# ---- uart_rx_mem_loader_flat ----
[config.mk]
export PLATFORM = sky130hd
export DESIGN_NAME = uart_rx_mem_loader_flat
export DESIGN_NICKNAME = d
export VERILOG_FILES = /design/src/rtl/matmul_pkg.sv /design/src/rtl/uart_rx_mem_loader_if.sv /design/src/rtl/uart_rx_byte.sv /design/src/rtl/uart_rx_mem_loader.sv /design/src/flat_wrapper.sv
export SDC_FILE = /design/constraint.sdc
export NUM_CORES = 1
export LEC_CHECK = 0
export CAP_MARGIN = 20
export CORE_AREA = 2 2 68 70
export DETAILED_ROUTE_END_ITERATION = 8
export DIE_AREA = 0 0 70 72
export PLACE_DENSITY = 0.8
export REMOVE_ABC_BUFFERS = 1
export SLEW_MARGIN = 15
export SYNTH_ARGS = -nofsm -noshare
export SYNTH_HDL_FRONTEND = slang
export SYNTH_SLANG_ARGS = --single-unit
[constraint.sdc]
create_clock -name clk -period 3.33 [get_ports clk]
set_clock_uncertainty 0.1 [all_clocks]
set_input_delay 0.4995 -clock clk [delete_from_list [all_inputs] [get_ports clk]]
set_output_delay 0.4995 -clock clk [all_outputs]
set_load 0.01 [all_outputs]
[src/rtl/matmul_pkg.sv]
// Shared definitions for the matrix-multiplier I/O path: FSM encodings,
// default UART timing and the element-count helper.
package matmul_pkg;

    localparam int unsigned DefaultClksPerBit = 10416;  // 100 MHz / 9600 baud

    typedef enum logic [1:0] {
        RxIdle,
        RxStart,
        RxData,
        RxStop
    } rx_state_e;

    typedef enum logic [1:0] {
        LdIdle,
        LdLoadA,
        LdLoadB,
        LdDone
    } ld_state_e;

    function automatic int unsigned num_elems(input int unsigned rows, input int unsigned cols);
        return rows * cols;
    endfunction

endpackage

[src/rtl/uart_rx_mem_loader_if.sv]
// Write-port and load-control bundle between the UART loader and the A/B
// input matrices.
interface uart_rx_mem_loader_if #(
    parameter int unsigned ADDR_W = 6,
    parameter int unsigned DATA_W = 8
);
    logic              load_en;
    logic              write_A;
    logic              write_B;
    logic [ADDR_W-1:0] write_address;
    logic [DATA_W-1:0] write_value;
    logic              load_busy;
    logic              load_done;
    logic              frame_err;

    modport master (
        input  load_en,
        output write_A, write_B, write_address, write_value,
        output load_busy, load_done, frame_err
    );

    modport slave (
        output load_en,
        input  write_A, write_B, write_address, write_value,
        input  load_busy, load_done, frame_err
    );
endinterface

[src/rtl/uart_rx_byte.sv]
// 8N1 UART byte receiver with a 2-flop input synchronizer; mid-bit sampling,
// start-glitch rejection and a one-cycle frame-error pulse on a bad stop bit.
module uart_rx_byte
    import matmul_pkg::*;
#(
    parameter int unsigned CLKS_PER_BIT = DefaultClksPerBit
) (
    input  logic       clk,
    input  logic       rst,
    input  logic       rx_data,
    output logic [7:0] rx_byte,
    output logic       byte_valid,
    output logic       frame_err_pulse
);
    localparam int unsigned CntW = $clog2(CLKS_PER_BIT);
    localparam logic [CntW-1:0] HalfEnd = CntW'(CLKS_PER_BIT / 2 - 1);
    localparam logic [CntW-1:0] BitEnd  = CntW'(CLKS_PER_BIT - 1);

    logic [1:0]      sync_q;
    rx_state_e       state_q, state_d;
    logic [CntW-1:0] cnt_q, cnt_d;
    logic [2:0]      bit_q, bit_d;
    logic [7:0]      shift_q, shift_d;
    logic            valid_q, valid_d;
    logic            ferr_q, ferr_d;
    logic            rx_s;

    assign rx_s = sync_q[1];

    always_ff @(posedge clk) begin
        if (rst) begin
            sync_q  <= 2'b11;
            state_q <= RxIdle;
            cnt_q   <= '0;
            bit_q   <= '0;
            shift_q <= '0;
            valid_q <= 1'b0;
            ferr_q  <= 1'b0;
        end else begin
            sync_q  <= {sync_q[0], rx_data};
            state_q <= state_d;
            cnt_q   <= cnt_d;
            bit_q   <= bit_d;
            shift_q <= shift_d;
            valid_q <= valid_d;
            ferr_q  <= ferr_d;
        end
    end

    always_comb begin
        state_d = state_q;
        cnt_d   = cnt_q;
        bit_d   = bit_q;
        shift_d = shift_q;
        valid_d = 1'b0;
        ferr_d  = 1'b0;
        unique case (state_q)
            RxIdle: begin
                cnt_d = '0;
                if (!rx_s) state_d = RxStart;
            end
            RxStart: begin
                // Re-check at mid start bit; a line already back high was a glitch.
                if (cnt_q == HalfEnd) begin
                    cnt_d   = '0;
                    bit_d   = '0;
                    state_d = rx_s ? RxIdle : RxData;
                end else begin
                    cnt_d = cnt_q + 1'b1;
                end
            end
            RxData: begin
                if (cnt_q == BitEnd) begin
                    cnt_d   = '0;
                    shift_d = {rx_s, shift_q[7:1]};
                    if (bit_q == 3'd7) state_d = RxStop;
                    else               bit_d   = bit_q + 1'b1;
                end else begin
                    cnt_d = cnt_q + 1'b1;
                end
            end
            RxStop: begin
                if (cnt_q == BitEnd) begin
                    cnt_d   = '0;
                    state_d = RxIdle;
                    if (rx_s) valid_d = 1'b1;
                    else      ferr_d  = 1'b1;
                end else begin
                    cnt_d = cnt_q + 1'b1;
                end
            end
            default: state_d = RxIdle;
        endcase
    end

    assign rx_byte         = shift_q;
    assign byte_valid      = valid_q;
    assign frame_err_pulse = ferr_q;

endmodule

[src/rtl/uart_rx_mem_loader.sv]
// Receives UART bytes and writes them row-major into matrix A, then matrix B,
// with registered write strobes and a sticky framing-error flag.
module uart_rx_mem_loader
    import matmul_pkg::*;
#(
    parameter int unsigned ROWS         = 2,
    parameter int unsigned COLS         = 2,
    parameter int unsigned DATA_W       = 8,
    parameter int unsigned ADDR_W       = 6,
    parameter int unsigned CLKS_PER_BIT = DefaultClksPerBit
) (
    input  logic                 clk,
    input  logic                 rst,
    input  logic                 rx_data,
    uart_rx_mem_loader_if.master bus
);
    localparam int unsigned N = num_elems(ROWS, COLS);
    localparam logic [ADDR_W-1:0] LastAddr = ADDR_W'(N - 1);

    if (N > 2 ** ADDR_W) begin : g_addr_check
        $error("ROWS*COLS does not fit in ADDR_W address bits");
    end
    if (CLKS_PER_BIT < 8) begin : g_baud_check
        $error("CLKS_PER_BIT must be at least 8");
    end
    if (DATA_W != 8) begin : g_width_check
        $error("DATA_W must equal the UART byte width of 8");
    end

    logic [7:0] rx_byte;
    logic       byte_valid;
    logic       frame_err_pulse;

    uart_rx_byte #(
        .CLKS_PER_BIT(CLKS_PER_BIT)
    ) u_rx (
        .clk            (clk),
        .rst            (rst),
        .rx_data        (rx_data),
        .rx_byte        (rx_byte),
        .byte_valid     (byte_valid),
        .frame_err_pulse(frame_err_pulse)
    );

    ld_state_e         state_q, state_d;
    logic [ADDR_W-1:0] count_q, count_d;
    logic              wr_a_q, wr_a_d;
    logic              wr_b_q, wr_b_d;
    logic [ADDR_W-1:0] addr_q, addr_d;
    logic [DATA_W-1:0] value_q, value_d;
    logic              busy_q, busy_d;
    logic              done_q, done_d;
    logic              ferr_q, ferr_d;

    always_ff @(posedge clk) begin
        if (rst) begin
            state_q <= LdIdle;
            count_q <= '0;
            wr_a_q  <= 1'b0;
            wr_b_q  <= 1'b0;
            addr_q  <= '0;
            value_q <= '0;
            busy_q  <= 1'b0;
            done_q  <= 1'b0;
            ferr_q  <= 1'b0;
        end else begin
            state_q <= state_d;
            count_q <= count_d;
            wr_a_q  <= wr_a_d;
            wr_b_q  <= wr_b_d;
            addr_q  <= addr_d;
            value_q <= value_d;
            busy_q  <= busy_d;
            done_q  <= done_d;
            ferr_q  <= ferr_d;
        end
    end

    always_comb begin
        state_d = state_q;
        count_d = count_q;
        wr_a_d  = 1'b0;
        wr_b_d  = 1'b0;
        addr_d  = addr_q;
        value_d = value_q;
        busy_d  = busy_q;
        done_d  = 1'b0;
        ferr_d  = ferr_q;
        unique case (state_q)
            LdIdle: begin
                if (bus.load_en) begin
                    state_d = LdLoadA;
                    count_d = '0;
                    ferr_d  = 1'b0;
                    busy_d  = 1'b1;
                end
            end
            LdLoadA: begin
                if (byte_valid) begin
                    wr_a_d  = 1'b1;
                    addr_d  = count_q;
                    value_d = rx_byte;
                    if (count_q == LastAddr) begin
                        count_d = '0;
                        state_d = LdLoadB;
                    end else begin
                        count_d = count_q + 1'b1;
                    end
                end
            end
            LdLoadB: begin
                if (byte_valid) begin
                    wr_b_d  = 1'b1;
                    addr_d  = count_q;
                    value_d = rx_byte;
                    if (count_q == LastAddr) begin
                        count_d = '0;
                        state_d = LdDone;
                    end else begin
                        count_d = count_q + 1'b1;
                    end
                end
            end
            LdDone: begin
                // Lands one cycle after the final B strobe, together with busy falling.
                done_d  = 1'b1;
                busy_d  = 1'b0;
                state_d = LdIdle;
            end
            default: state_d = LdIdle;
        endcase
        if (frame_err_pulse) ferr_d = 1'b1;
    end

    assign bus.write_A       = wr_a_q;
    assign bus.write_B       = wr_b_q;
    assign bus.write_address = addr_q;
    assign bus.write_value   = value_q;
    assign bus.load_busy     = busy_q;
    assign bus.load_done     = done_q;
    assign bus.frame_err     = ferr_q;

endmodule

[src/flat_wrapper.sv]
// flat-port wrapper written by rule: the top's interface ports become plain ports
module uart_rx_mem_loader_flat import matmul_pkg::*;
#(
    parameter int unsigned ROWS         = 2,
    parameter int unsigned COLS         = 2,
    parameter int unsigned DATA_W       = 8,
    parameter int unsigned ADDR_W       = 6,
    parameter int unsigned CLKS_PER_BIT = DefaultClksPerBit
)
  (clk, rst, rx_data, bus_load_en, bus_write_A, bus_write_B, bus_write_address, bus_write_value, bus_load_busy, bus_load_done, bus_frame_err);
  uart_rx_mem_loader_if #(.ADDR_W(ADDR_W), .DATA_W(DATA_W)) bus_i ();
  input  logic clk;
  input  logic rst;
  input  logic rx_data;
  input wire logic [$bits(bus_i.load_en)-1:0] bus_load_en;
  output wire logic [$bits(bus_i.write_A)-1:0] bus_write_A;
  output wire logic [$bits(bus_i.write_B)-1:0] bus_write_B;
  output wire logic [$bits(bus_i.write_address)-1:0] bus_write_address;
  output wire logic [$bits(bus_i.write_value)-1:0] bus_write_value;
  output wire logic [$bits(bus_i.load_busy)-1:0] bus_load_busy;
  output wire logic [$bits(bus_i.load_done)-1:0] bus_load_done;
  output wire logic [$bits(bus_i.frame_err)-1:0] bus_frame_err;
  assign bus_i.load_en = bus_load_en;
  assign bus_write_A = bus_i.write_A;
  assign bus_write_B = bus_i.write_B;
  assign bus_write_address = bus_i.write_address;
  assign bus_write_value = bus_i.write_value;
  assign bus_load_busy = bus_i.load_busy;
  assign bus_load_done = bus_i.load_done;
  assign bus_frame_err = bus_i.frame_err;
  uart_rx_mem_loader #(.ROWS(ROWS), .COLS(COLS), .DATA_W(DATA_W), .ADDR_W(ADDR_W), .CLKS_PER_BIT(CLKS_PER_BIT)) u_core (.clk(clk), .rst(rst), .rx_data(rx_data), .bus(bus_i));
endmodule
# ---- branch_predict_unit_flat ----
`config.mk`:
```
export PLATFORM = sky130hd
export DESIGN_NAME = branch_predict_unit_flat
export DESIGN_NICKNAME = d
export VERILOG_FILES = /design/src/rtl/branch_predict_unit_pkg.sv /design/src/rtl/branch_predict_unit_if.sv /design/src/rtl/branch_predict_unit_table.sv /design/src/rtl/branch_predict_unit.sv /design/src/flat_wrapper.sv
export SDC_FILE = /design/constraint.sdc
export NUM_CORES = 2
export LEC_CHECK = 0
export ABC_AREA = 1
export CAP_MARGIN = 20
export CELL_PAD_IN_SITES_DETAIL_PLACEMENT = 2
export CELL_PAD_IN_SITES_GLOBAL_PLACEMENT = 2
export CORE_MARGIN = 2
export CORE_UTILIZATION = 35
export DETAILED_ROUTE_END_ITERATION = 7
export GPL_TIMING_DRIVEN = 0
export PLACE_DENSITY = 0.82
export SLEW_MARGIN = 10
export SYNTH_ARGS = -nofsm -noshare
export SYNTH_HDL_FRONTEND = slang
export SYNTH_SLANG_ARGS = --single-unit
```
`constraint.sdc`:
```
create_clock -name clk -period 7.15 [get_ports clk]
set_input_delay 1.0725 -clock clk [delete_from_list [all_inputs] [get_ports clk]]
set_output_delay 1.0725 -clock clk [all_outputs]
set_load 0.02 [all_outputs]
```
`src/rtl/branch_predict_unit_pkg.sv`:
```
// Shared definitions for the SimpleRISC branch predict unit.
// Purpose : 2-bit counter encodings, the sequential PC step, the table
//           command type and the PC index/tag slicing helpers.
// Ports   : none (package).
package branch_predict_unit_pkg;

    localparam logic [1:0] SNT = 2'b00;
    localparam logic [1:0] WNT = 2'b01;
    localparam logic [1:0] WT  = 2'b10;
    localparam logic [1:0] ST  = 2'b11;

    localparam int unsigned PC_STEP = 4;

    typedef enum logic [1:0] {
        TBL_NOP   = 2'd0,
        TBL_TRAIN = 2'd1,
        TBL_INVAL = 2'd2
    } tblOp_e;

    // Helpers work on a 64-bit container so they serve any AW; callers keep
    // only the low bits they need.
    function automatic logic [63:0] pcIndex(input logic [63:0] pc, input int idxBits);
        return (pc >> 2) & ((64'd1 << idxBits) - 64'd1);
    endfunction

    function automatic logic [63:0] pcTag(input logic [63:0] pc, input int idxBits);
        return pc >> (idxBits + 2);
    endfunction

    function automatic logic [1:0] ctrInc(input logic [1:0] ctr);
        return (ctr == ST) ? ST : ctr + 2'd1;
    endfunction

    function automatic logic [1:0] ctrDec(input logic [1:0] ctr);
        return (ctr == SNT) ? SNT : ctr - 2'd1;
    endfunction

endpackage

```
`src/rtl/branch_predict_unit_if.sv`:
```
// Core <-> branch predict unit signal bundle.
// Purpose : groups the fetch lookup, ALU resolution and statistics signals.
// Ports   : master = core side (drives fetch PC and ALU-stage branch info),
//           slave  = predict unit (returns prediction, resolution, count).
interface branch_predict_unit_if #(
    parameter int AW    = 32,
    parameter int CNT_W = 16
);
    logic [AW-1:0]    pc_IF;
    logic             predTaken_IF;
    logic [AW-1:0]    predPC_IF;

    logic             valid_ALU;
    logic [AW-1:0]    pc_ALU;
    logic [AW-1:0]    immx_ALU;
    logic [AW-1:0]    A_ALU;
    logic             isUBranch_ALU;
    logic             isBeq_ALU;
    logic             isBgt_ALU;
    logic             isRet_ALU;
    logic             flagsE;
    logic             flagsGT;
    logic             predTaken_ALU;
    logic [AW-1:0]    predPC_ALU;

    logic [AW-1:0]    branchPC;
    logic             isBranchTaken;
    logic             mispredict;
    logic [AW-1:0]    redirectPC;
    logic [CNT_W-1:0] mispredictCount;

    modport master (
        output pc_IF,
        input  predTaken_IF, predPC_IF,
        output valid_ALU, pc_ALU, immx_ALU, A_ALU,
        output isUBranch_ALU, isBeq_ALU, isBgt_ALU, isRet_ALU,
        output flagsE, flagsGT, predTaken_ALU, predPC_ALU,
        input  branchPC, isBranchTaken, mispredict, redirectPC, mispredictCount
    );

    modport slave (
        input  pc_IF,
        output predTaken_IF, predPC_IF,
        input  valid_ALU, pc_ALU, immx_ALU, A_ALU,
        input  isUBranch_ALU, isBeq_ALU, isBgt_ALU, isRet_ALU,
        input  flagsE, flagsGT, predTaken_ALU, predPC_ALU,
        output branchPC, isBranchTaken, mispredict, redirectPC, mispredictCount
    );

endinterface

```
`src/rtl/branch_predict_unit_table.sv`:
```
// Direct-mapped BTB with 2-bit direction counters.
// Purpose : DEPTH entries of {valid, tag, target, ctr}; one combinational
//           lookup port and one training/invalidate write port.
// Ports   : clk, reset (sync, active-high: clears valid, ctr := WNT)
//           rdPc -> rdHit, rdCtr, rdTarget      (lookup, pre-edge contents)
//           wrOp, wrPc, wrTaken, wrTarget        (update on rising edge)
module branch_predict_unit_table
    import branch_predict_unit_pkg::*;
#(
    parameter int AW       = 32,
    parameter int IDX_BITS = 4
) (
    input  logic          clk,
    input  logic          reset,
    input  logic [AW-1:0] rdPc,
    output logic          rdHit,
    output logic [1:0]    rdCtr,
    output logic [AW-1:0] rdTarget,
    input  tblOp_e        wrOp,
    input  logic [AW-1:0] wrPc,
    input  logic          wrTaken,
    input  logic [AW-1:0] wrTarget
);
    localparam int DEPTH = 1 << IDX_BITS;
    localparam int TAG_W = AW - IDX_BITS - 2;

    logic                vldMem [DEPTH];
    logic [TAG_W-1:0]    tagMem [DEPTH];
    logic [AW-1:0]       tgtMem [DEPTH];
    logic [1:0]          ctrMem [DEPTH];

    logic [63:0]         rdIdxFull, rdTagFull, wrIdxFull, wrTagFull;
    logic [IDX_BITS-1:0] rdIdx, wrIdx;
    logic [TAG_W-1:0]    rdTag, wrTag;
    logic                wrHit;
    logic                unusedSliceBits;

    assign rdIdxFull = pcIndex(64'(rdPc), IDX_BITS);
    assign rdTagFull = pcTag(64'(rdPc), IDX_BITS);
    assign wrIdxFull = pcIndex(64'(wrPc), IDX_BITS);
    assign wrTagFull = pcTag(64'(wrPc), IDX_BITS);

    assign rdIdx = rdIdxFull[IDX_BITS-1:0];
    assign rdTag = rdTagFull[TAG_W-1:0];
    assign wrIdx = wrIdxFull[IDX_BITS-1:0];
    assign wrTag = wrTagFull[TAG_W-1:0];

    // Upper bits of the 64-bit helper results are zero by construction.
    assign unusedSliceBits = ^{rdIdxFull[63:IDX_BITS], rdTagFull[63:TAG_W],
                               wrIdxFull[63:IDX_BITS], wrTagFull[63:TAG_W]};

    assign rdHit    = vldMem[rdIdx] && (tagMem[rdIdx] == rdTag);
    assign rdCtr    = ctrMem[rdIdx];
    assign rdTarget = tgtMem[rdIdx];

    assign wrHit = vldMem[wrIdx] && (tagMem[wrIdx] == wrTag);

    always_ff @(posedge clk) begin
        if (reset) begin
            for (int i = 0; i < DEPTH; i++) begin
                vldMem[i] <= 1'b0;
                ctrMem[i] <= WNT;
            end
        end else begin
            case (wrOp)
                TBL_TRAIN: begin
                    if (wrTaken) begin
                        vldMem[wrIdx] <= 1'b1;
                        // Fresh allocation starts weakly taken rather than
                        // inheriting another branch's history.
                        ctrMem[wrIdx] <= wrHit ? ctrInc(ctrMem[wrIdx]) : WT;
                    end else begin
                        ctrMem[wrIdx] <= ctrDec(ctrMem[wrIdx]);
                    end
                end
                TBL_INVAL: vldMem[wrIdx] <= 1'b0;
                default: ;
            endcase
        end
    end

    // Tag/target need no reset: they are only observed through valid.
    always_ff @(posedge clk) begin
        if (!reset && (wrOp == TBL_TRAIN) && wrTaken) begin
            tagMem[wrIdx] <= wrTag;
            tgtMem[wrIdx] <= wrTarget;
        end
    end

endmodule

```
`src/rtl/branch_predict_unit.sv`:
```
// Execute-stage branch resolution with fetch-side BTB prediction.
// Purpose : fetch lookup (0-cycle), ALU-stage resolution and mispredict
//           detection (0-cycle), table training on the resolving edge and a
//           saturating mispredict counter.
// Ports   : clk, reset (sync, active-high)
//           bus (slave) : pc_IF -> predTaken_IF/predPC_IF;
//                         ALU-stage branch info -> branchPC, isBranchTaken,
//                         mispredict, redirectPC; mispredictCount.
module branch_predict_unit
    import branch_predict_unit_pkg::*;
#(
    parameter int AW       = 32,
    parameter int IDX_BITS = 4,
    parameter int CNT_W    = 16
) (
    input logic                 clk,
    input logic                 reset,
    branch_predict_unit_if.slave bus
);
    logic          tblHit;
    logic [1:0]    tblCtr;
    logic [AW-1:0] tblTarget;
    tblOp_e        tblOp;

    logic          predTaken;
    logic          isBr;
    logic          isTrainable;
    logic          taken;
    logic [AW-1:0] target;
    logic          misp;
    logic [CNT_W-1:0] mispCount;

    branch_predict_unit_table #(
        .AW       (AW),
        .IDX_BITS (IDX_BITS)
    ) uTable (
        .clk      (clk),
        .reset    (reset),
        .rdPc     (bus.pc_IF),
        .rdHit    (tblHit),
        .rdCtr    (tblCtr),
        .rdTarget (tblTarget),
        .wrOp     (tblOp),
        .wrPc     (bus.pc_ALU),
        .wrTaken  (taken),
        .wrTarget (target)
    );

    assign predTaken        = tblHit & tblCtr[1];
    assign bus.predTaken_IF = predTaken;
    assign bus.predPC_IF    = predTaken ? tblTarget : bus.pc_IF + AW'(PC_STEP);

    assign isBr        = bus.isUBranch_ALU | bus.isBeq_ALU | bus.isBgt_ALU | bus.isRet_ALU;
    assign isTrainable = (bus.isUBranch_ALU | bus.isBeq_ALU | bus.isBgt_ALU) & ~bus.isRet_ALU;

    assign target = bus.isRet_ALU ? bus.A_ALU : bus.pc_ALU + bus.immx_ALU;
    assign taken  = bus.valid_ALU & (bus.isUBranch_ALU | bus.isRet_ALU |
                                     (bus.isBeq_ALU & bus.flagsE) |
                                     (bus.isBgt_ALU & bus.flagsGT));

    // Covers a missed taken branch, a wrong predicted target, and any
    // predicted-taken instruction that did not branch (including aliases).
    always_comb begin
        misp = 1'b0;
        if (bus.valid_ALU && !reset) begin
            if (taken)
                misp = !bus.predTaken_ALU || (bus.predPC_ALU != target);
            else
                misp = bus.predTaken_ALU;
        end
    end

    always_comb begin
        tblOp = TBL_NOP;
        if (bus.valid_ALU && !reset) begin
            if (isTrainable)
                tblOp = TBL_TRAIN;
            else if (!isBr && bus.predTaken_ALU)
                tblOp = TBL_INVAL;
        end
    end

    assign bus.branchPC      = target;
    assign bus.isBranchTaken = taken;
    assign bus.mispredict    = misp;
    assign bus.redirectPC    = taken ? target : bus.pc_ALU + AW'(PC_STEP);

    always_ff @(posedge clk) begin
        if (reset)
            mispCount <= '0;
        else if (misp && (mispCount != '1))
            mispCount <= mispCount + 1'b1;
    end

    assign bus.mispredictCount = mispCount;

endmodule

```
`src/flat_wrapper.sv`:
```
// flat-port wrapper written by rule: the top's interface ports become plain ports
module branch_predict_unit_flat import branch_predict_unit_pkg::*;
#(
    parameter int AW       = 32,
    parameter int IDX_BITS = 4,
    parameter int CNT_W    = 16
)
  (clk, reset, bus_pc_IF, bus_predTaken_IF, bus_predPC_IF, bus_valid_ALU, bus_pc_ALU, bus_immx_ALU, bus_A_ALU, bus_isUBranch_ALU, bus_isBeq_ALU, bus_isBgt_ALU, bus_isRet_ALU, bus_flagsE, bus_flagsGT, bus_predTaken_ALU, bus_predPC_ALU, bus_branchPC, bus_isBranchTaken, bus_mispredict, bus_redirectPC, bus_mispredictCount);
  branch_predict_unit_if #(.AW(AW), .CNT_W(CNT_W)) bus_i ();
  input logic clk;
  input logic reset;
  input wire logic [$bits(bus_i.pc_IF)-1:0] bus_pc_IF;
  output wire logic [$bits(bus_i.predTaken_IF)-1:0] bus_predTaken_IF;
  output wire logic [$bits(bus_i.predPC_IF)-1:0] bus_predPC_IF;
  input wire logic [$bits(bus_i.valid_ALU)-1:0] bus_valid_ALU;
  input wire logic [$bits(bus_i.pc_ALU)-1:0] bus_pc_ALU;
  input wire logic [$bits(bus_i.immx_ALU)-1:0] bus_immx_ALU;
  input wire logic [$bits(bus_i.A_ALU)-1:0] bus_A_ALU;
  input wire logic [$bits(bus_i.isUBranch_ALU)-1:0] bus_isUBranch_ALU;
  input wire logic [$bits(bus_i.isBeq_ALU)-1:0] bus_isBeq_ALU;
  input wire logic [$bits(bus_i.isBgt_ALU)-1:0] bus_isBgt_ALU;
  input wire logic [$bits(bus_i.isRet_ALU)-1:0] bus_isRet_ALU;
  input wire logic [$bits(bus_i.flagsE)-1:0] bus_flagsE;
  input wire logic [$bits(bus_i.flagsGT)-1:0] bus_flagsGT;
  input wire logic [$bits(bus_i.predTaken_ALU)-1:0] bus_predTaken_ALU;
  input wire logic [$bits(bus_i.predPC_ALU)-1:0] bus_predPC_ALU;
  output wire logic [$bits(bus_i.branchPC)-1:0] bus_branchPC;
  output wire logic [$bits(bus_i.isBranchTaken)-1:0] bus_isBranchTaken;
  output wire logic [$bits(bus_i.mispredict)-1:0] bus_mispredict;
  output wire logic [$bits(bus_i.redirectPC)-1:0] bus_redirectPC;
  output wire logic [$bits(bus_i.mispredictCount)-1:0] bus_mispredictCount;
  assign bus_i.pc_IF = bus_pc_IF;
  assign bus_predTaken_IF = bus_i.predTaken_IF;
  assign bus_predPC_IF = bus_i.predPC_IF;
  assign bus_i.valid_ALU = bus_valid_ALU;
  assign bus_i.pc_ALU = bus_pc_ALU;
  assign bus_i.immx_ALU = bus_immx_ALU;
  assign bus_i.A_ALU = bus_A_ALU;
  assign bus_i.isUBranch_ALU = bus_isUBranch_ALU;
  assign bus_i.isBeq_ALU = bus_isBeq_ALU;
  assign bus_i.isBgt_ALU = bus_isBgt_ALU;
  assign bus_i.isRet_ALU = bus_isRet_ALU;
  assign bus_i.flagsE = bus_flagsE;
  assign bus_i.flagsGT = bus_flagsGT;
  assign bus_i.predTaken_ALU = bus_predTaken_ALU;
  assign bus_i.predPC_ALU = bus_predPC_ALU;
  assign bus_branchPC = bus_i.branchPC;
  assign bus_isBranchTaken = bus_i.isBranchTaken;
  assign bus_mispredict = bus_i.mispredict;
  assign bus_redirectPC = bus_i.redirectPC;
  assign bus_mispredictCount = bus_i.mispredictCount;
  branch_predict_unit #(.AW(AW), .IDX_BITS(IDX_BITS), .CNT_W(CNT_W)) u_core (.clk(clk), .reset(reset), .bus(bus_i));
endmodule
```
# ---- alu_arbiter ----
File: config.mk
export PLATFORM = sky130hd
export DESIGN_NAME = alu_arbiter
export DESIGN_NICKNAME = d
export VERILOG_FILES = /design/src/rtl/alu_pkg.sv /design/src/rtl/rr_arbiter2.sv /design/src/rtl/alu_arbiter.sv
export SDC_FILE = /design/constraint.sdc
export NUM_CORES = 1
export LEC_CHECK = 0
export CAP_MARGIN = 20
export CORE_ASPECT_RATIO = 1.1
export CORE_UTILIZATION = 40
export DETAILED_ROUTE_END_ITERATION = 8
export GPL_ROUTABILITY_DRIVEN = 1
export PLACE_DENSITY_LB_ADDON = 0.1
export SYNTH_ARGS = -nofsm -noshare
export SYNTH_HDL_FRONTEND = slang
export SYNTH_HIERARCHICAL = 1
export SYNTH_SLANG_ARGS = --single-unit
export TNS_END_PERCENT = 30
File: constraint.sdc
create_clock -name clk -period 2.3 [get_ports clk]
set_input_delay 0.69 -clock clk [delete_from_list [all_inputs] [get_ports clk]]
set_output_delay 0.69 -clock clk [all_outputs]
set_load 0.05 [all_outputs]
File: src/rtl/alu_pkg.sv
// Shared definitions for the ALU arbiter: opcode encodings and the sequencer state type.
package alu_pkg;

  localparam logic [3:0] OP_AND = 4'b0000;
  localparam logic [3:0] OP_OR  = 4'b0001;
  localparam logic [3:0] OP_ADD = 4'b0010;
  localparam logic [3:0] OP_SUB = 4'b0110;
  localparam logic [3:0] OP_SLT = 4'b0111;
  localparam logic [3:0] OP_SLL = 4'b1000;
  localparam logic [3:0] OP_SRL = 4'b1001;
  localparam logic [3:0] OP_NOR = 4'b1100;

  typedef enum logic [1:0] {
    IDLE = 2'd0,
    EXEC = 2'd1,
    RESP = 2'd2
  } state_e;

endpackage

File: src/rtl/rr_arbiter2.sv
// Two-way round-robin grant; on a tie the requester that did not win last time is chosen.
module rr_arbiter2 (
  input  logic       clk,
  input  logic       rst_n,
  input  logic       en,
  input  logic [1:0] req,
  input  logic       take,
  output logic [1:0] grant,
  output logic       grant_idx
);

  logic last_grant_q, last_grant_d;

  always_comb begin
    grant = 2'b00;
    if (en) begin
      unique case (req)
        2'b01:   grant = 2'b01;
        2'b10:   grant = 2'b10;
        2'b11:   grant = last_grant_q ? 2'b01 : 2'b10;
        default: grant = 2'b00;
      endcase
    end
    grant_idx    = grant[1];
    last_grant_d = take ? grant[1] : last_grant_q;
  end

  // Reset to 1 so requester 0 wins the first tie.
  always_ff @(posedge clk or negedge rst_n) begin
    if (!rst_n) last_grant_q <= 1'b1;
    else        last_grant_q <= last_grant_d;
  end

endmodule

File: src/rtl/alu_arbiter.sv
// Shares one combinational ALU between two requesters; one operation in flight at a time.
//   state | meaning
//   IDLE  | waiting for a request, grant evaluated
//   EXEC  | registered operands on the ALU, result captured at end of cycle
//   RESP  | response held for the owner until rsp_ready of the owner
module alu_arbiter
  import alu_pkg::*;
#(
  parameter int DATA_W  = 32,
  parameter int OP_W    = 4,
  parameter int SHAMT_W = 5
) (
  input  logic               clk,
  input  logic               rst_n,
  input  logic               req_valid0,
  input  logic               req_valid1,
  output logic               req_ready0,
  output logic               req_ready1,
  input  logic [DATA_W-1:0]  req_in1_0,
  input  logic [DATA_W-1:0]  req_in2_0,
  input  logic [OP_W-1:0]    req_opCode_0,
  input  logic [SHAMT_W-1:0] req_shiftAmt_0,
  input  logic [DATA_W-1:0]  req_in1_1,
  input  logic [DATA_W-1:0]  req_in2_1,
  input  logic [OP_W-1:0]    req_opCode_1,
  input  logic [SHAMT_W-1:0] req_shiftAmt_1,
  output logic               rsp_valid0,
  output logic               rsp_valid1,
  input  logic               rsp_ready0,
  input  logic               rsp_ready1,
  output logic [DATA_W-1:0]  rsp_result,
  output logic               rsp_overflow,
  output logic               rsp_zero,
  output logic [DATA_W-1:0]  alu_in1,
  output logic [DATA_W-1:0]  alu_in2,
  output logic [OP_W-1:0]    alu_opCode,
  output logic [SHAMT_W-1:0] alu_shiftAmt,
  input  logic [DATA_W-1:0]  alu_result,
  input  logic               alu_overflow,
  input  logic               alu_zero,
  output logic               busy
);

  state_e               state_q, state_d;
  logic                 owner_q, owner_d;
  logic [DATA_W-1:0]    alu_in1_q, alu_in1_d;
  logic [DATA_W-1:0]    alu_in2_q, alu_in2_d;
  logic [OP_W-1:0]      alu_op_q, alu_op_d;
  logic [SHAMT_W-1:0]   alu_sh_q, alu_sh_d;
  logic [DATA_W-1:0]    rsp_result_q, rsp_result_d;
  logic                 rsp_ovf_q, rsp_ovf_d;
  logic                 rsp_zero_q, rsp_zero_d;

  logic [1:0] grant;
  logic       grant_idx;
  logic       accept;

  rr_arbiter2 u_rr (
    .clk       (clk),
    .rst_n     (rst_n),
    .en        (state_q == IDLE),
    .req       ({req_valid1, req_valid0}),
    .take      (accept),
    .grant     (grant),
    .grant_idx (grant_idx)
  );

  assign accept = |(grant & {req_valid1, req_valid0});

  always_comb begin
    state_d      = state_q;
    owner_d      = owner_q;
    alu_in1_d    = alu_in1_q;
    alu_in2_d    = alu_in2_q;
    alu_op_d     = alu_op_q;
    alu_sh_d     = alu_sh_q;
    rsp_result_d = rsp_result_q;
    rsp_ovf_d    = rsp_ovf_q;
    rsp_zero_d   = rsp_zero_q;
    unique case (state_q)
      IDLE: begin
        if (accept) begin
          state_d   = EXEC;
          owner_d   = grant_idx;
          alu_in1_d = grant_idx ? req_in1_1      : req_in1_0;
          alu_in2_d = grant_idx ? req_in2_1      : req_in2_0;
          alu_op_d  = grant_idx ? req_opCode_1   : req_opCode_0;
          alu_sh_d  = grant_idx ? req_shiftAmt_1 : req_shiftAmt_0;
        end
      end
      EXEC: begin
        state_d      = RESP;
        rsp_result_d = alu_result;
        rsp_ovf_d    = alu_overflow;
        rsp_zero_d   = alu_zero;
      end
      RESP: begin
        if (owner_q ? rsp_ready1 : rsp_ready0) state_d = IDLE;
      end
      default: state_d = IDLE;
    endcase
  end

  always_ff @(posedge clk or negedge rst_n) begin
    if (!rst_n) begin
      state_q      <= IDLE;
      owner_q      <= 1'b0;
      alu_in1_q    <= '0;
      alu_in2_q    <= '0;
      alu_op_q     <= '0;
      alu_sh_q     <= '0;
      rsp_result_q <= '0;
      rsp_ovf_q    <= 1'b0;
      rsp_zero_q   <= 1'b0;
    end else begin
      state_q      <= state_d;
      owner_q      <= owner_d;
      alu_in1_q    <= alu_in1_d;
      alu_in2_q    <= alu_in2_d;
      alu_op_q     <= alu_op_d;
      alu_sh_q     <= alu_sh_d;
      rsp_result_q <= rsp_result_d;
      rsp_ovf_q    <= rsp_ovf_d;
      rsp_zero_q   <= rsp_zero_d;
    end
  end

  assign req_ready0   = grant[0];
  assign req_ready1   = grant[1];
  assign rsp_valid0   = (state_q == RESP) && !owner_q;
  assign rsp_valid1   = (state_q == RESP) && owner_q;
  assign rsp_result   = rsp_result_q;
  assign rsp_overflow = rsp_ovf_q;
  assign rsp_zero     = rsp_zero_q;
  assign alu_in1      = alu_in1_q;
  assign alu_in2      = alu_in2_q;
  assign alu_opCode   = alu_op_q;
  assign alu_shiftAmt = alu_sh_q;
  assign busy         = (state_q != IDLE);

endmodule
Fig. 1: alu_arbiter, clock network drawn from the DEF
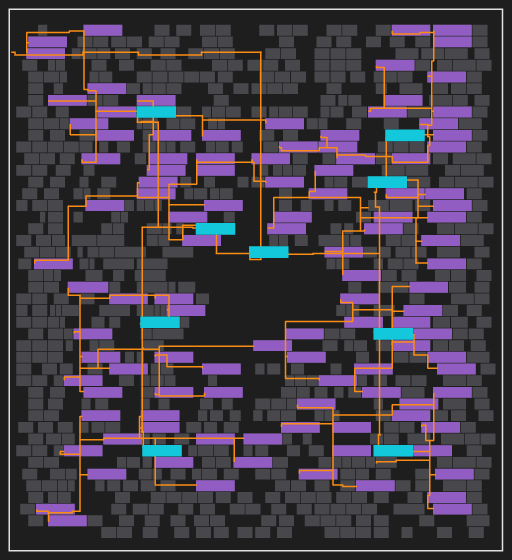
Key: purple = flip-flops [count 111]; orange = clock wires [length 1370 µm]; cyan = clock-net drivers [count 9]
There are 10 routed clock nets. Position of the flops: all over the die.

==> job_summary.md, alu_arbiter <==
## Synthesis and layout report

| Metric | Value |
|---|---|
| Ys flop type | dfrtp_1 |
| Clk Latency, worst-skew pair | between 300 and 400 ps |
| Met3 Resource Use GR | 0.0573 |
| CP startpoint kind | flop |
| Combinational power | slightly above 9 mW |
| Fin. Hold Viols | 0 |
| Complex Gates by Area | 0.195 |
| Gr ovfl total | 0 |
| Comb pwr share | 0.646 |
| PnR worst setup slack | about 52 ps |
| Status | finished clean |
| Crit path from | alu_in2[20]$_DFFE_PN0P_ |
| Top cell area share | 0.494 |
| Async S/R FF share, synth | 1.00 |
| Final count of negative-setup-slack endpoints | 0 |
-- alu_arbiter: state kept, by name, summed over array words and instances, names as in the netlist --
| register | cells |
|---|---|
| alu_in1 | 32 |
| alu_in2 | 32 |
| alu_opCode | 4 |
| alu_shiftAmt | 5 |
| owner_q | 1 |
| rsp_overflow | 1 |
| rsp_result | 32 |
| rsp_zero | 1 |
| state_q | 2 |
| u_rr/last_grant_q | 1 |
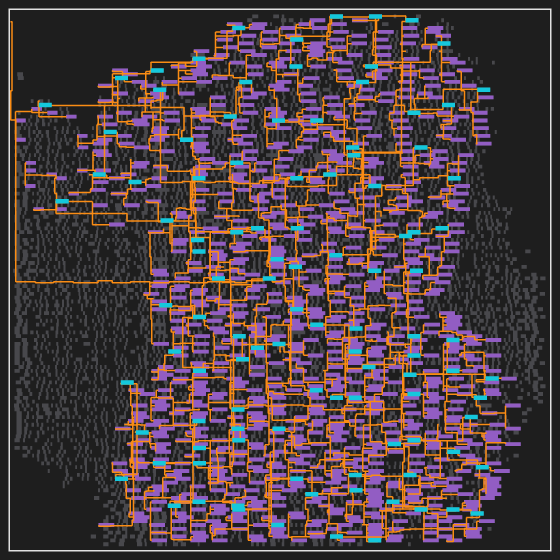
Fig. 2. Clock network drawn from the DEF (branch_predict_unit_flat).
Key: orange = clock wires [length 15100 µm]; cyan = clock-net drivers [count 107]; purple = flip-flops [count 992]
There are 108 routed clock nets.
skew final: 56.5 ps
clock network power: 5.57 mW

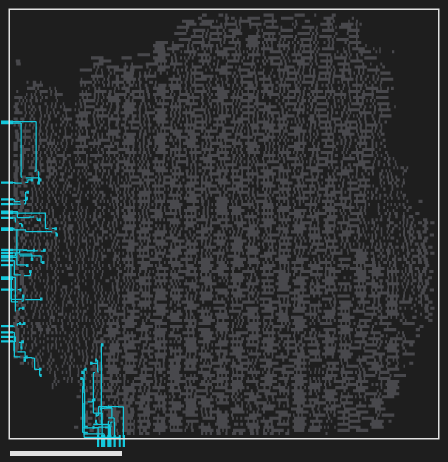
Fig. 3. Port wiring (branch_predict_unit_flat).
Scale bar: 100 µm.
Key: cyan = `bus_A_ALU` [direction input, edge 23 left, 9 bottom, end cells 39, buffers 32, wire 1350 µm]
input/output buffers: 283
Top Ports: 285

==> job_summary.md, branch_predict_unit_flat <==
## Synthesis and layout report

| Metric | Value |
|---|---|
| P_leak | between 20 and 25 nW |
| Share of cells above drive strength 1 | 0.0776 |
| Fmax | 0.138 GHz |
| Final clock-cell share | 0.0542 |
| Crit path kind | in -> out |
| Total number of vias | between 50000 and 60000 |
| Filler Cell Count | roughly 15000 |
| Switching pwr | 4.43 mW |
| Status | complete, but fails checks |
| Distinct lib cells used | between 50 and 60 |
| Int Pwr | between 10 and 15 mW |
| Final count of negative-setup-slack endpoints | 2 |
| Clock Pin Slew Worst Setup and Hold Paths | around 60 ps |
| Sw frac | 0.307 |
| PnR worst setup slack | -98.7 ps |
| Initial Utilization | 0.352 |
| Violated checks | setup timing |
| Initial antenna violation count | 37 |
| Met2 wire length | about 130000 µm |
| Slew Limit Fails | 0 |
| Routed WL | 291000 µm |
| WHS Endpoint | u_core.bus.mispredictCount[9]$_SDFFE_PP0P_ |
branch_predict_unit_flat: synthesized netlist by cell type, drive strengths merged (32+ instances only):
cell type,number,share of area
edfxtp,976,0.59
o21ai,907,0.091
nand2,797,0.060
nor2,709,0.054
inv,446,0.034
nand3,281,0.029
a21oi,264,0.027
clkbuf,221,0.017
buf,95,0.0098
o22ai,90,0.011
nand4,74,0.0094
xor2,54,0.0095
o211ai,51,0.0077
nor3,45,0.0048
o221ai,42,0.0074
ha,37,0.0093
or2,32,0.0041
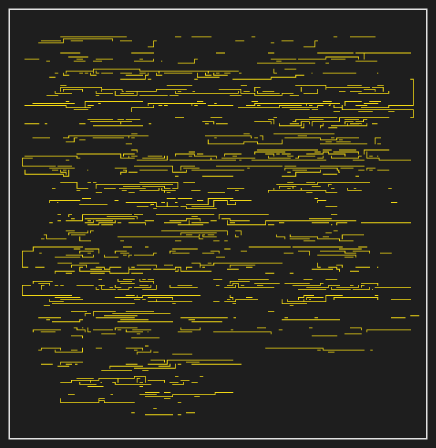
Fig. 4. Metal 1 (uart_rx_mem_loader_flat).
The layer carries 2090 µm of wire. The longest straight run is 16.6 µm.

==> job_summary.md, uart_rx_mem_loader_flat <==
## Synthesis and layout report

| Metric | Value |
|---|---|
| Clock power frac | 0.420 |
| Met3 wire length | slightly above 200 µm |
| Comb pwr share | 0.156 |
| Register share after synthesis | 0.457 |
| Area Overhead vs Synth | 17.2% |
| Post-route minimum period | 2400 ps |
| Area after DPL | between 2000 and 3000 µm² |
| Synth cell count leaders | dfxtp_1, nand2_1, nor2_1 |
| Ys flop type | dfxtp_1 |
| Nonclk inv count | 7 |
| First-pass GRT wire length | between 8000 and 9000 µm |
| Synth top cell by count | dfxtp_1 |
| Drt wl/cell | around 13 µm |
| Global route hottest layer | met2 |
| Final clock-cell share | 0.0769 |
| Met3 Resource Use GR | 0.0597 |
| Hold depth | 1 |
| Routed WL | 4710 µm |
| Worst-margin pin slew | 690 ps |
| Met2 wire length | between 2000 and 2500 µm |
| Distinct lib cells used | between 40 and 50 |
| Initial Utilization | 0.596 |
| Final count of negative-setup-slack endpoints | 0 |
| Sw frac | 0.270 |
| CP startpoint kind | flop |
| RSZ-0062 raised after global routing | false |
| Height of the die | ~72 µm |
| Top Ports | 23 |
| Starting DRC count in detailed routing | about 90 |
| Max-Cap Viols | 0 |
| CTS tree | built |
| Non-Filler Instances | 357 |
| Hold-fix buffers, CTS | 0 |
| Met1 Track Usage GR | 0.236 |
| Rel. slew slack | 0.540 |
| Yosys stat area | between 2000 and 3000 µm² |
| Status | finished clean |
| # Cells Yosys | ~280 |
| Final #Nets | 313 |
| FF+latch area | around 1200 µm² |
| P_leak | 1.13 nW |
| Initial antenna violation count | 0 |
| DR top layer | met4 |
| Mapped Area | 2540 µm² |
| CTS Buf Count | 9 |
| Yosys adder share | 0.0443 |
| Flop pwr share | 0.424 |
| Slew Limit Fails | 0 |
| Cell accounting for the most synthesized area | dfxtp_1 |
| Rows | 24 |
| Critical Path End | u_core.u_rx.cnt_q[9]$_SDFF_PP0_ |
| Final non-clock buffer share | 0.0765 |
| Biggest register | u_core.u_rx.cnt_q |
| Post-CTS Setup Inserts | 0 |
| Fmax | 0.417 GHz |
| Post-layout period usage | 0.720 |
| Reg-to-reg slack, setup | just over 900 ps |
-- uart_rx_mem_loader_flat: critical path, stage by stage, from the launching register on --
cell and delay (ps):
dfxtp_1 360, or4_1 530, or4_1 680, a2bb2oi_4 490
nor2_1 100
-- uart_rx_mem_loader_flat: power groups by stage --
| stage | registers, mW | logic (mW) | clock network (mW) |
|---|---|---|---|
| final | 0.748 | 0.276 | 0.741 |
| after floorplan | 0.759 | 0.208 | 0 |
| after global placement | 0.763 | 0.267 | 0 |
| after CTS | 0.748 | 0.274 | 0.750 |
| after detailed placement | 0.764 | 0.272 | 0 |
| after global routing | 0.752 | 0.312 | 0.777 |

==> layout pictures side by side <==
Routing congestion map.
picture 1
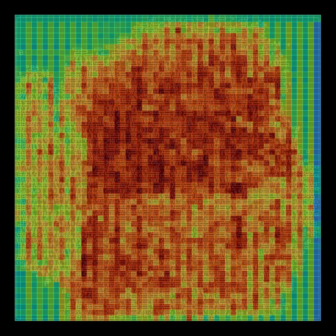
picture 2
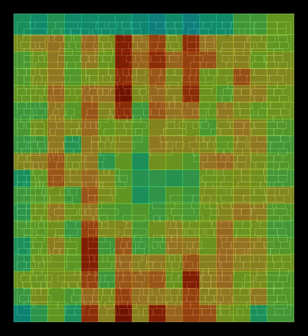
picture 3
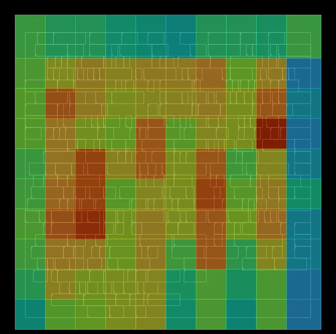
The one with the highest track usage is picture 1.
The one with the least wire per cell is picture 3.
alu_arbiter -> picture 2
branch_predict_unit_flat -> picture 1
uart_rx_mem_loader_flat -> picture 3



==> layout pictures side by side <==
Where the registers sit.
Other sequential cells in the stronger grey, the rest of the logic in the fainter grey.
shot_01.png
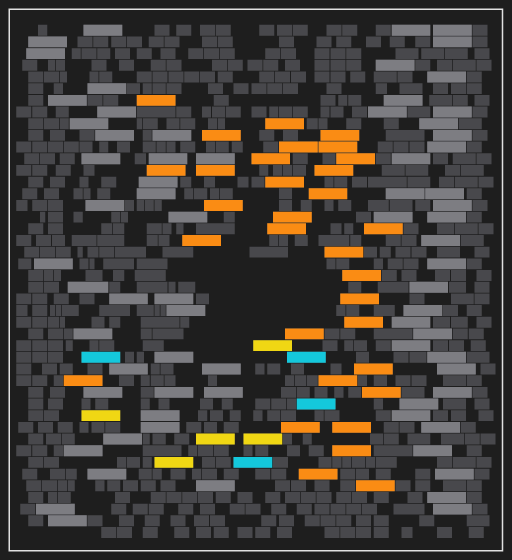
shot_02.png
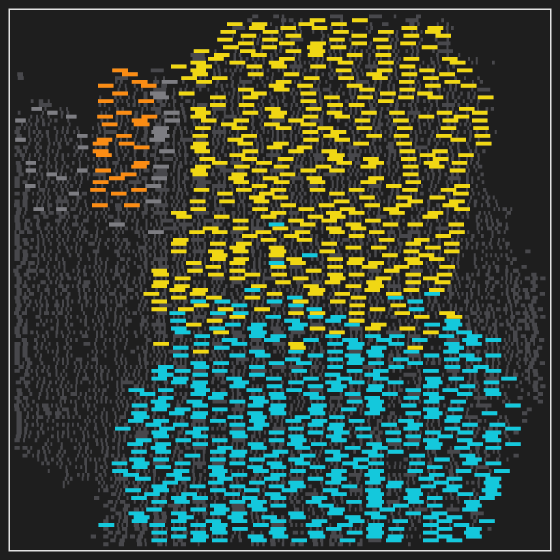
shot_03.png
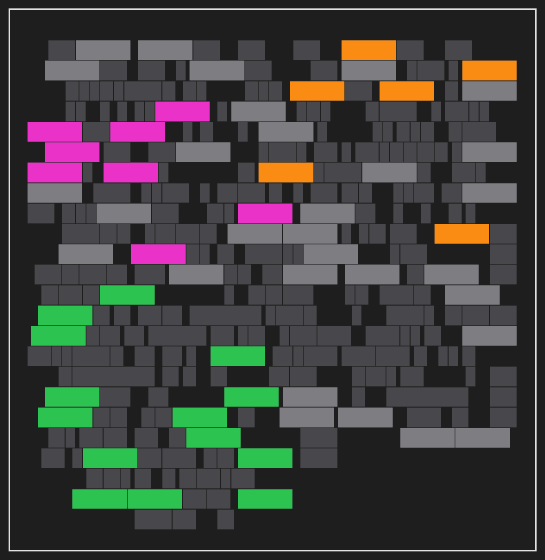
The one with the fewest cells is shot_03.png.
The one with the most cells is shot_02.png.
| picture | from |
|---|---|
| shot_01.png | alu_arbiter |
| shot_03.png | uart_rx_mem_loader_flat |
| shot_02.png | branch_predict_unit_flat |

Key to shot_01.png:
Key: yellow = `alu_shiftAmt` [placed flops 5, where bottom middle]; orange = `alu_in2` [placed flops 32]; cyan = `alu_opCode` [placed flops 4]
Another 70 sequential cells are not coloured.

Power and IR drop assume default switching activity.
